=== pmod_ssd_capture ===
**pmod_ssd_capture: selected gate families**

Scale bar: 20 um.
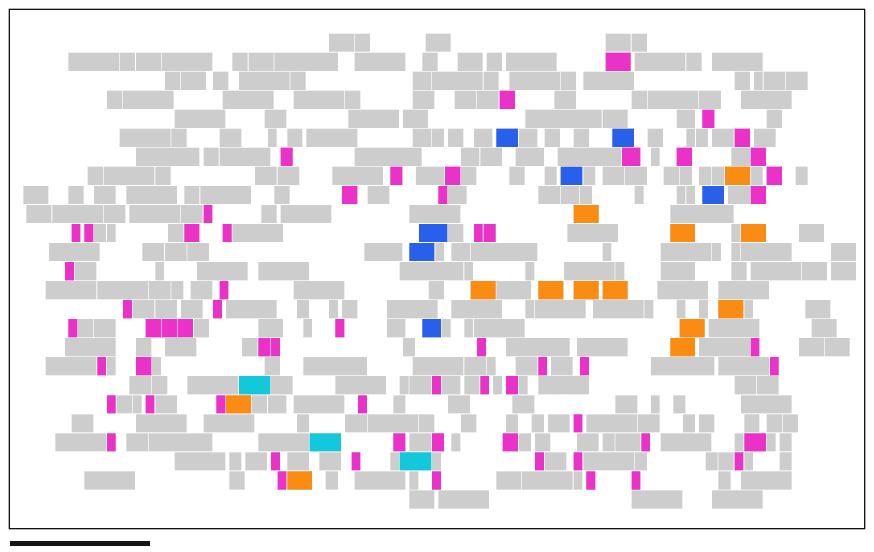
## src/rtl/pmod_ssd_capture.sv

```systemverilog
// rtl/pmod_ssd_capture.sv - PmodSSD pin-bus capture: sync, stability filter, 7-seg decode, digit pairing
module pmod_ssd_capture #(
    parameter int unsigned par_stable_cycles  = 16,
    parameter int unsigned par_timeout_cycles = 400000
) (
    input  logic       i_clk_20mhz,
    input  logic       i_rst_20mhz,
    input  logic [7:0] i_ssd_pmod,
    output logic [7:0] o_value,
    output logic       o_valid,
    output logic       o_update,
    output logic       o_err
);
    localparam int unsigned tmo_w = $clog2(par_timeout_cycles + 1);
    localparam logic [15:0] stab_max = 16'(par_stable_cycles - 1);
    localparam logic [tmo_w-1:0] tmo_max = tmo_w'(par_timeout_cycles);

    typedef enum logic [0:0] {ST_WAIT0, ST_WAIT1} state_t;

    logic [7:0]       sync1, sync2, w_prev;
    logic [15:0]      stab_cnt;
    logic             captured;
    logic [tmo_w-1:0] tmo_cnt;
    state_t           state_q, state_d;
    logic [3:0]       digit0_q, digit0_d;
    logic [7:0]       value_d;
    logic             valid_d, update_d, err_d;
    logic             accept, tmo_expire;
    logic [3:0]       dec_nib;
    logic             dec_ok, dec_blank;

    // The accepted word is w_prev: it has matched for par_stable_cycles samples.
    assign accept     = (stab_cnt == stab_max) && !captured;
    assign tmo_expire = !accept && (tmo_cnt == tmo_max - 1'b1);

    always_comb begin
        dec_nib   = 4'h0;
        dec_ok    = 1'b1;
        dec_blank = 1'b0;
        case (w_prev[6:0])
            7'b0111111: dec_nib = 4'h0;
            7'b0000110: dec_nib = 4'h1;
            7'b1011011: dec_nib = 4'h2;
            7'b1001111: dec_nib = 4'h3;
            7'b1100110: dec_nib = 4'h4;
            7'b1101101: dec_nib = 4'h5;
            7'b1111101: dec_nib = 4'h6;
            7'b0000111: dec_nib = 4'h7;
            7'b1111111: dec_nib = 4'h8;
            7'b1100111: dec_nib = 4'h9;
            7'b1110111: dec_nib = 4'hA;
            7'b1111100: dec_nib = 4'hB;
            7'b0111001: dec_nib = 4'hC;
            7'b1011110: dec_nib = 4'hD;
            7'b1111001: dec_nib = 4'hE;
            7'b1110001: dec_nib = 4'hF;
            7'b0000000: begin dec_ok = 1'b0; dec_blank = 1'b1; end
            default:    dec_ok = 1'b0;
        endcase
    end

    always_comb begin
        state_d  = state_q;
        digit0_d = digit0_q;
        value_d  = o_value;
        valid_d  = o_valid;
        update_d = 1'b0;
        err_d    = o_err;
        if (accept) begin
            if (!dec_ok && !dec_blank)
                err_d = 1'b1;
            case (state_q)
                ST_WAIT0: begin
                    if (dec_ok && !w_prev[7]) begin
                        digit0_d = dec_nib;
                        state_d  = ST_WAIT1;
                    end
                end
                ST_WAIT1: begin
                    if (!dec_ok) begin
                        state_d = ST_WAIT0;
                    end else if (w_prev[7]) begin
                        value_d  = {dec_nib, digit0_q};
                        valid_d  = 1'b1;
                        update_d = 1'b1;
                        state_d  = ST_WAIT0;
                    end else begin
                        digit0_d = dec_nib;
                    end
                end
                default: state_d = ST_WAIT0;
            endcase
        end else if (tmo_expire) begin
            valid_d = 1'b0;
            state_d = ST_WAIT0;
        end
    end

    always_ff @(posedge i_clk_20mhz) begin
        if (!i_rst_20mhz) begin
            sync1    <= '0;
            sync2    <= '0;
            w_prev   <= '0;
            stab_cnt <= '0;
            captured <= 1'b0;
            tmo_cnt  <= '0;
            state_q  <= ST_WAIT0;
            digit0_q <= '0;
            o_value  <= '0;
            o_valid  <= 1'b0;
            o_update <= 1'b0;
            o_err    <= 1'b0;
        end else begin
            sync1  <= i_ssd_pmod;
            sync2  <= sync1;
            w_prev <= sync2;
            if (sync2 != w_prev) begin
                stab_cnt <= '0;
                captured <= 1'b0;
            end else begin
                if (stab_cnt != stab_max)
                    stab_cnt <= stab_cnt + 16'd1;
                if (accept)
                    captured <= 1'b1;
            end
            if (accept)
                tmo_cnt <= '0;
            else if (tmo_cnt != tmo_max)
                tmo_cnt <= tmo_cnt + 1'b1;
            state_q  <= state_d;
            digit0_q <= digit0_d;
            o_value  <= value_d;
            o_valid  <= valid_d;
            o_update <= update_d;
            o_err    <= err_d;
        end
    end
endmodule
```

## config.mk

```make
export PLATFORM = sky130hd
export DESIGN_NAME = pmod_ssd_capture
export DESIGN_NICKNAME = d
export VERILOG_FILES = /design/src/rtl/pmod_ssd_capture.sv
export SDC_FILE = /design/constraint.sdc
export NUM_CORES = 1
export LEC_CHECK = 0
export CAP_MARGIN = 20
export CORE_ASPECT_RATIO = 0.6
export CORE_UTILIZATION = 40
export DETAILED_ROUTE_END_ITERATION = 6
export PLACE_DENSITY = 0.53
export SLEW_MARGIN = 20
export SYNTH_ARGS = -nofsm -noshare
export SYNTH_HDL_FRONTEND = slang
export SYNTH_SLANG_ARGS = --single-unit
```

## constraint.sdc

```tcl
create_clock -name i_clk_20mhz -period 5.3 [get_ports i_clk_20mhz]
set_clock_uncertainty 0.1 [all_clocks]
set_input_delay 1.06 -clock i_clk_20mhz [delete_from_list [all_inputs] [get_ports i_clk_20mhz]]
set_output_delay 1.06 -clock i_clk_20mhz [all_outputs]
set_load 0.1 [all_outputs]
```

==> results.txt <==
Notes on the flow run.

- The run finished with clean final reports.
- The final report gives the standard cell area, fillers excluded, as 4030 um^2.
- The largest area contributor in the netlist is sky130_fd_sc_hd__dfxtp_1, for reference.
- For reference, the critical path cell chain is clkdlybuf4s50_1.
- The net count after synthesis is about 390.
- At the floorplan stage, the core utilization is reported as 42.5%.
- After detailed placement, the design holds a cell count of between 400 and 500.
- In this run the cell area of the synthesized design comes to roughly 3500 um^2.
- On the worst setup and hold paths after CTS, the clock-pin slew comes to about 0.060 ns.
- The count of cell instances traversed by the critical path is 1, for reference.
- The analysis attributes to net switching a power of between 0.0002 and 0.0003 W.
- Summing the sequential cell areas from Yosys gives 44.0% of the chip area.
- The post-synth count of flops with an enable pin is 0.
- RePlAce ended its routability-driven mode at a weighted congestion of between 0.7 and 0.8.
- Among logic cells in the layout, the one with the most instances is sky130_fd_sc_hd__dfxtp_1.
- In this run the critical register-to-register path is captured at o_value[4].
- The simple-gate area share of the yosys netlist is 30.3%, for reference.
- For reference, full adder, half adder and majority cells occupy between 1 and 1.5% of the area reported after synthesis.
- The clock network consumes a total of 0.000611 W.
- The number of library cell types mapped by synthesis is ~56, for reference.
- The later pin in the worst-skew pair is clocked with a latency of 0.33 ns.
- The layout has 6 inverters outside the clock class.
- The initial antenna violation count is 0, for reference.
- Measured in cells, the most critical reg-to-reg path has a length of 5.
- Per STA, the endpoint of the critical path is o_value[5].
- The worst-margin pin slew is 0.962 ns, for reference.
- According to the floorplan report, the total die area is 9040 um^2.
- Per the synthesis report, the XOR/XNOR share of the synthesized area is under 10%.
- The number of optimization iterations in the first detailed-route pass is 4, for reference.
- The met1 routing resource usage after global routing is 26.0%, for reference.
- The share of post-route cells with drive strength above 1 is 5.54%, for reference.
- The tally of buffers added on design ports is 20, for reference.
- The final-layout clock buffer total is 15, for reference.
- Of all flip-flops after synthesis, the portion carrying an async set or reset was 0%.
- The proportion of netlist area held by the largest area contributor is a little over two fifths, for reference.
- The biggest power consumer among the groups is clock, for reference.
- The global router's overall resource usage is between 10% and 20%, for reference.
- In this run the horizontal extent of the chip is approximately 120 um.
- Per the log, the first TritonRoute iteration ended with a DRC count of around 130.
- The synthesized area divided by synthesized cell count is between 9 and 10 um^2, for reference.
- For this run, the number of Yosys warnings is 0.
- The share of final layout cell area taken by clock buffers and inverters is under 10%, for reference.
- The endpoint of the worst hold path is sync2[3], for reference.
- The number of primary I/O pins is 21, for reference.
- The leakage component of the power was reported as about 1.5 nW.
- The reg-to-reg critical path startpoint is w_prev[1], for reference.
- Combinational cells consume a total of approximately 0.00004 W.
- The part of the total power dissipated in combinational logic is about 3.3%, for reference.
- The number of cells on the worst hold path is listed as 1.
- Post-CTS repair ended up resizing 0 cells.
- The classification of the worst setup path is reg2out, for reference.
- The worst hold slack after final layout is around 0.33 ns, for reference.
Notes on 'selected gate families' of pmod_ssd_capture above:
Key: cyan = fa/ha/maj cells [cells 3]; blue = non-inverting ao/oa cells [cells 7]; orange = mux cells [cells 13]; magenta = nor cells [cells 62]

cells by family (layout without fill, tap and decap cells):
family                   Yosys count  count (layout)
AND-OR/OR-AND                     37              37
XOR/XNOR                          38              38
adder cells (fa/ha/maj)            3               3
buffers and inverters             21              43
flip-flops                        76              76
multiplexers                      13              13
AND/OR/NAND/NOR                  187             187
flip-flops by register name (all words and copies together) (netlist names):
register and flops:
o_value 8, w_prev 8, digit0_q 4, o_err 1, captured 1, sync1 8
stab_cnt 16, o_update 1, tmo_cnt 19, state_q 1, o_valid 1, sync2 8

=== rr_arbiter8 ===
**rr_arbiter8: routing congestion**

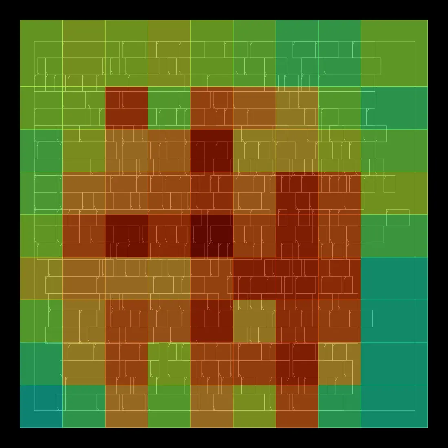
**rr_arbiter8: selected gate families**

Scale bar: 20 um.
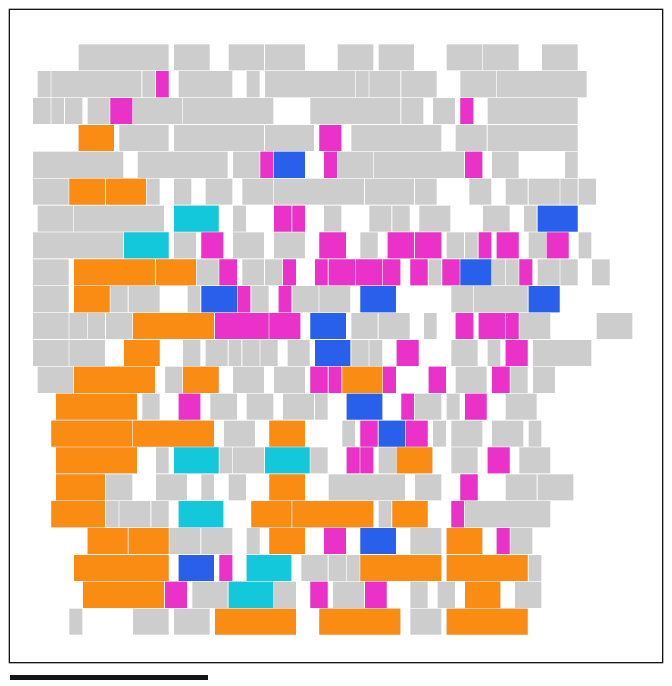
### src/rtl/arb_pkg.sv
// Shared types and sizes for the 8-way round-robin arbiter.
// Imported by rr_pick8 and rr_arbiter8.
package arb_pkg;

   localparam int N_REQ = 8;
   localparam int ID_W  = 3;

   typedef enum logic {
      IDLE = 1'b0,
      BUSY = 1'b1
   } state_t;

endpackage

### src/rtl/rr_pick8.sv
// Rotated-priority pick: first set request at or above ptr, wrapping 7->0.
// Purely combinational; any=0 means no request is set.
module rr_pick8
   import arb_pkg::*;
(
   input  logic [N_REQ-1:0] req,
   input  logic [ID_W-1:0]  ptr,
   output logic [N_REQ-1:0] pick,
   output logic [ID_W-1:0]  pick_id,
   output logic             any
);

   logic [ID_W-1:0] idx;

   // walk from ptr upward, modulo-8 index wrap, keep the first hit
   always_comb begin
      pick    = '0;
      pick_id = '0;
      any     = 1'b0;
      idx     = '0;
      for (int i = 0; i < N_REQ; i++) begin
         idx = ptr + ID_W'(i);
         if (!any && req[idx]) begin
            any       = 1'b1;
            pick_id   = idx;
            pick[idx] = 1'b1;
         end
      end
   end

endmodule

### src/rtl/rr_arbiter8.sv
// 8-way round-robin arbiter: IDLE/BUSY FSM, rotating pointer, registered grant.
// Define ARB_TIMEOUT_EN to build the hold counter that revokes long grants.
module rr_arbiter8
   import arb_pkg::*;
#(
   parameter int TIMEOUT_CYCLES = 16
) (
   input  logic             clk,
   input  logic             rst_n,
   input  logic             en,
   input  logic [N_REQ-1:0] req,
   output logic [N_REQ-1:0] gnt,
   output logic [ID_W-1:0]  gnt_id,
   output logic             v,
   output logic             timeout
);

   if (TIMEOUT_CYCLES < 1) begin : g_bad_cfg
      $error("rr_arbiter8: TIMEOUT_CYCLES must be at least 1");
   end

   state_t           state_q, state_d;
   logic [ID_W-1:0]  ptr_q, ptr_d;
   logic [N_REQ-1:0] gnt_d;
   logic [ID_W-1:0]  gnt_id_d;

   logic [N_REQ-1:0] pick;
   logic [ID_W-1:0]  pick_id;
   logic             any;

`ifdef ARB_TIMEOUT_EN
   localparam int CNT_W = $clog2(TIMEOUT_CYCLES + 1);
   localparam logic [CNT_W-1:0] LAST = CNT_W'(TIMEOUT_CYCLES - 1);

   logic [CNT_W-1:0] cnt_q, cnt_d;
   logic             to_d;
`endif

   rr_pick8 u_pick (
      .req     (req),
      .ptr     (ptr_q),
      .pick    (pick),
      .pick_id (pick_id),
      .any     (any)
   );

   // next state: grant from IDLE, release or revoke from BUSY
   always_comb begin
      state_d  = state_q;
      ptr_d    = ptr_q;
      gnt_d    = gnt;
      gnt_id_d = gnt_id;
`ifdef ARB_TIMEOUT_EN
      cnt_d    = cnt_q;
      to_d     = 1'b0;
`endif
      unique case (state_q)
         IDLE: begin
            if (en && any) begin
               state_d  = BUSY;
               gnt_d    = pick;
               gnt_id_d = pick_id;
               ptr_d    = pick_id + ID_W'(1);
`ifdef ARB_TIMEOUT_EN
               cnt_d    = '0;
`endif
            end
         end
         BUSY: begin
            if (!req[gnt_id]) begin
               state_d  = IDLE;
               gnt_d    = '0;
               gnt_id_d = '0;
            end
`ifdef ARB_TIMEOUT_EN
            else if (cnt_q == LAST) begin
               state_d  = IDLE;
               gnt_d    = '0;
               gnt_id_d = '0;
               to_d     = 1'b1;
            end else begin
               cnt_d = cnt_q + CNT_W'(1);
            end
`endif
         end
      endcase
   end

   // state, pointer and output registers
   always_ff @(posedge clk or negedge rst_n) begin
      if (!rst_n) begin
         state_q <= IDLE;
         ptr_q   <= '0;
         gnt     <= '0;
         gnt_id  <= '0;
         v       <= 1'b0;
      end else begin
         state_q <= state_d;
         ptr_q   <= ptr_d;
         gnt     <= gnt_d;
         gnt_id  <= gnt_id_d;
         v       <= |gnt_d;
      end
   end

`ifdef ARB_TIMEOUT_EN
   // hold counter and one-cycle revocation pulse
   always_ff @(posedge clk or negedge rst_n) begin
      if (!rst_n) begin
         cnt_q   <= '0;
         timeout <= 1'b0;
      end else begin
         cnt_q   <= cnt_d;
         timeout <= to_d;
      end
   end
`else
   assign timeout = 1'b0;
`endif

endmodule

### config.mk
export PLATFORM = sky130hd
export DESIGN_NAME = rr_arbiter8
export DESIGN_NICKNAME = d
export VERILOG_FILES = /design/src/rtl/arb_pkg.sv /design/src/rtl/rr_pick8.sv /design/src/rtl/rr_arbiter8.sv
export SDC_FILE = /design/constraint.sdc
export NUM_CORES = 1
export LEC_CHECK = 0
export CORE_MARGIN = 2
export CORE_UTILIZATION = 63
export DETAILED_ROUTE_END_ITERATION = 10
export GPL_ROUTABILITY_DRIVEN = 0
export PLACE_DENSITY = 0.87
export SLEW_MARGIN = 20
export SYNTH_ARGS = -nofsm -noshare
export SYNTH_HDL_FRONTEND = slang
export SYNTH_SLANG_ARGS = --single-unit
### constraint.sdc
create_clock -name clk -period 7.2 [get_ports clk]
set_input_delay 1.44 -clock clk [delete_from_list [all_inputs] [get_ports clk]]
set_output_delay 1.44 -clock clk [all_outputs]
set_load 0.01 [all_outputs]
==> results.txt <==
Notes on the flow run.

- Counting every net in the synthesized netlist gives just under 300.
- The final setup violation count is 0, for reference.
- The register with the most flip-flops in the layout has 8 of them.
- After floorplanning, the core was divided into 22 placement rows.
- The total negative slack for setup checks is 0 ns, for reference.
- The largest registers in the layout are gnt x8, gnt_id x3, ptr_q x3.
- The proportion of netlist area held by the largest area contributor is 16.5%, for reference.
- Entering global routing, the biggest net connects 35 pins.
- The relative slew slack is between 30% and 40%, for reference.
- The post-detailed-placement half-perimeter wirelength is around 5300 um, for reference.
- Looking at the clock tree report, the maximum root-to-sink buffer count equals 2.
- The clock reaches the later pin of the worst-skew pair after ~0.25 ns.
- Per the final report, the share of cell area in clock cells is 2.07%.
- The number of nets at the end of the flow is around 300, for reference.
- Ranked by total cell area, the synthesized netlist is headed by sky130_fd_sc_hd__dfrtp_1, sky130_fd_sc_hd__mux4_2, sky130_fd_sc_hd__mux2i_1.
- The count of yosys warnings during synthesis is 0, for reference.
- The predominant post-synthesis flop cell is sky130_fd_sc_hd__dfrtp_1, for reference.
- The simple-gate area share of the yosys netlist is a little under a quarter, for reference.
- The flow ran to the end, and the final reports show no timing, DRC or antenna violations.
- For the finished layout, the period the worst path requires is a little over 5 ns.
- Per the repair_timing log after CTS, setup buffers inserted total 0.
- The final routed DRC violation total is 0, for reference.
- The path type of the worst min-delay path is reg2reg, for reference.
- The sequential standard cell area is approximately 400 um^2, for reference.
- The initial antenna violation count is 0, for reference.
- Looking at the hold checks, the worst path lands on gnt[6].
- The proportion of synthesized chip area in sequential cells is around 17%, for reference.
- The count of cells along the worst register-to-register path is 9, for reference.
- The worst min-delay path startpoint is gnt[6], for reference.
Notes on 'routing congestion' of rr_arbiter8 above:
met2 track demand over resource: 55.6%
Routed wire per std cell: 22.5 um
final core utilization: 72.3%
most used routing layer in global routing: met2
global-route met1 utilization: 51.0%

Notes on 'selected gate families' of rr_arbiter8 above:
Key: blue = non-inverting ao/oa cells [cells 12]; orange = mux cells [cells 35]; magenta = nor cells [cells 55]; cyan = fa/ha/maj cells [cells 7]

critical path, stage by stage:
cell	delay, ns
sky130_fd_sc_hd__clkdlybuf4s50_1	0.64
sky130_fd_sc_hd__mux2i_1	0.28
sky130_fd_sc_hd__mux4_2	0.57
sky130_fd_sc_hd__a22oi_4	0.76
sky130_fd_sc_hd__o41a_1	0.75
sky130_fd_sc_hd__a311oi_1	0.24
sky130_fd_sc_hd__nor4_1	0.36
sky130_fd_sc_hd__nand4bb_1	0.13


==> screenshots <==
Met3 routing.
Scale bar: 20 um. Cells faint in the background.
picture 1
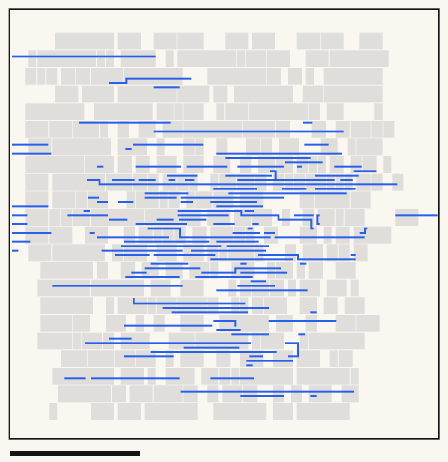
picture 2
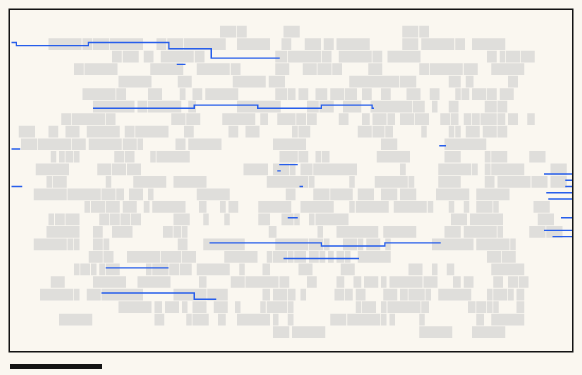
For rr_arbiter8, see picture 1.
For pmod_ssd_capture, see picture 2.
Of these, largest die: picture 2

No activity file was given, so power comes from the tool's default toggle rates.
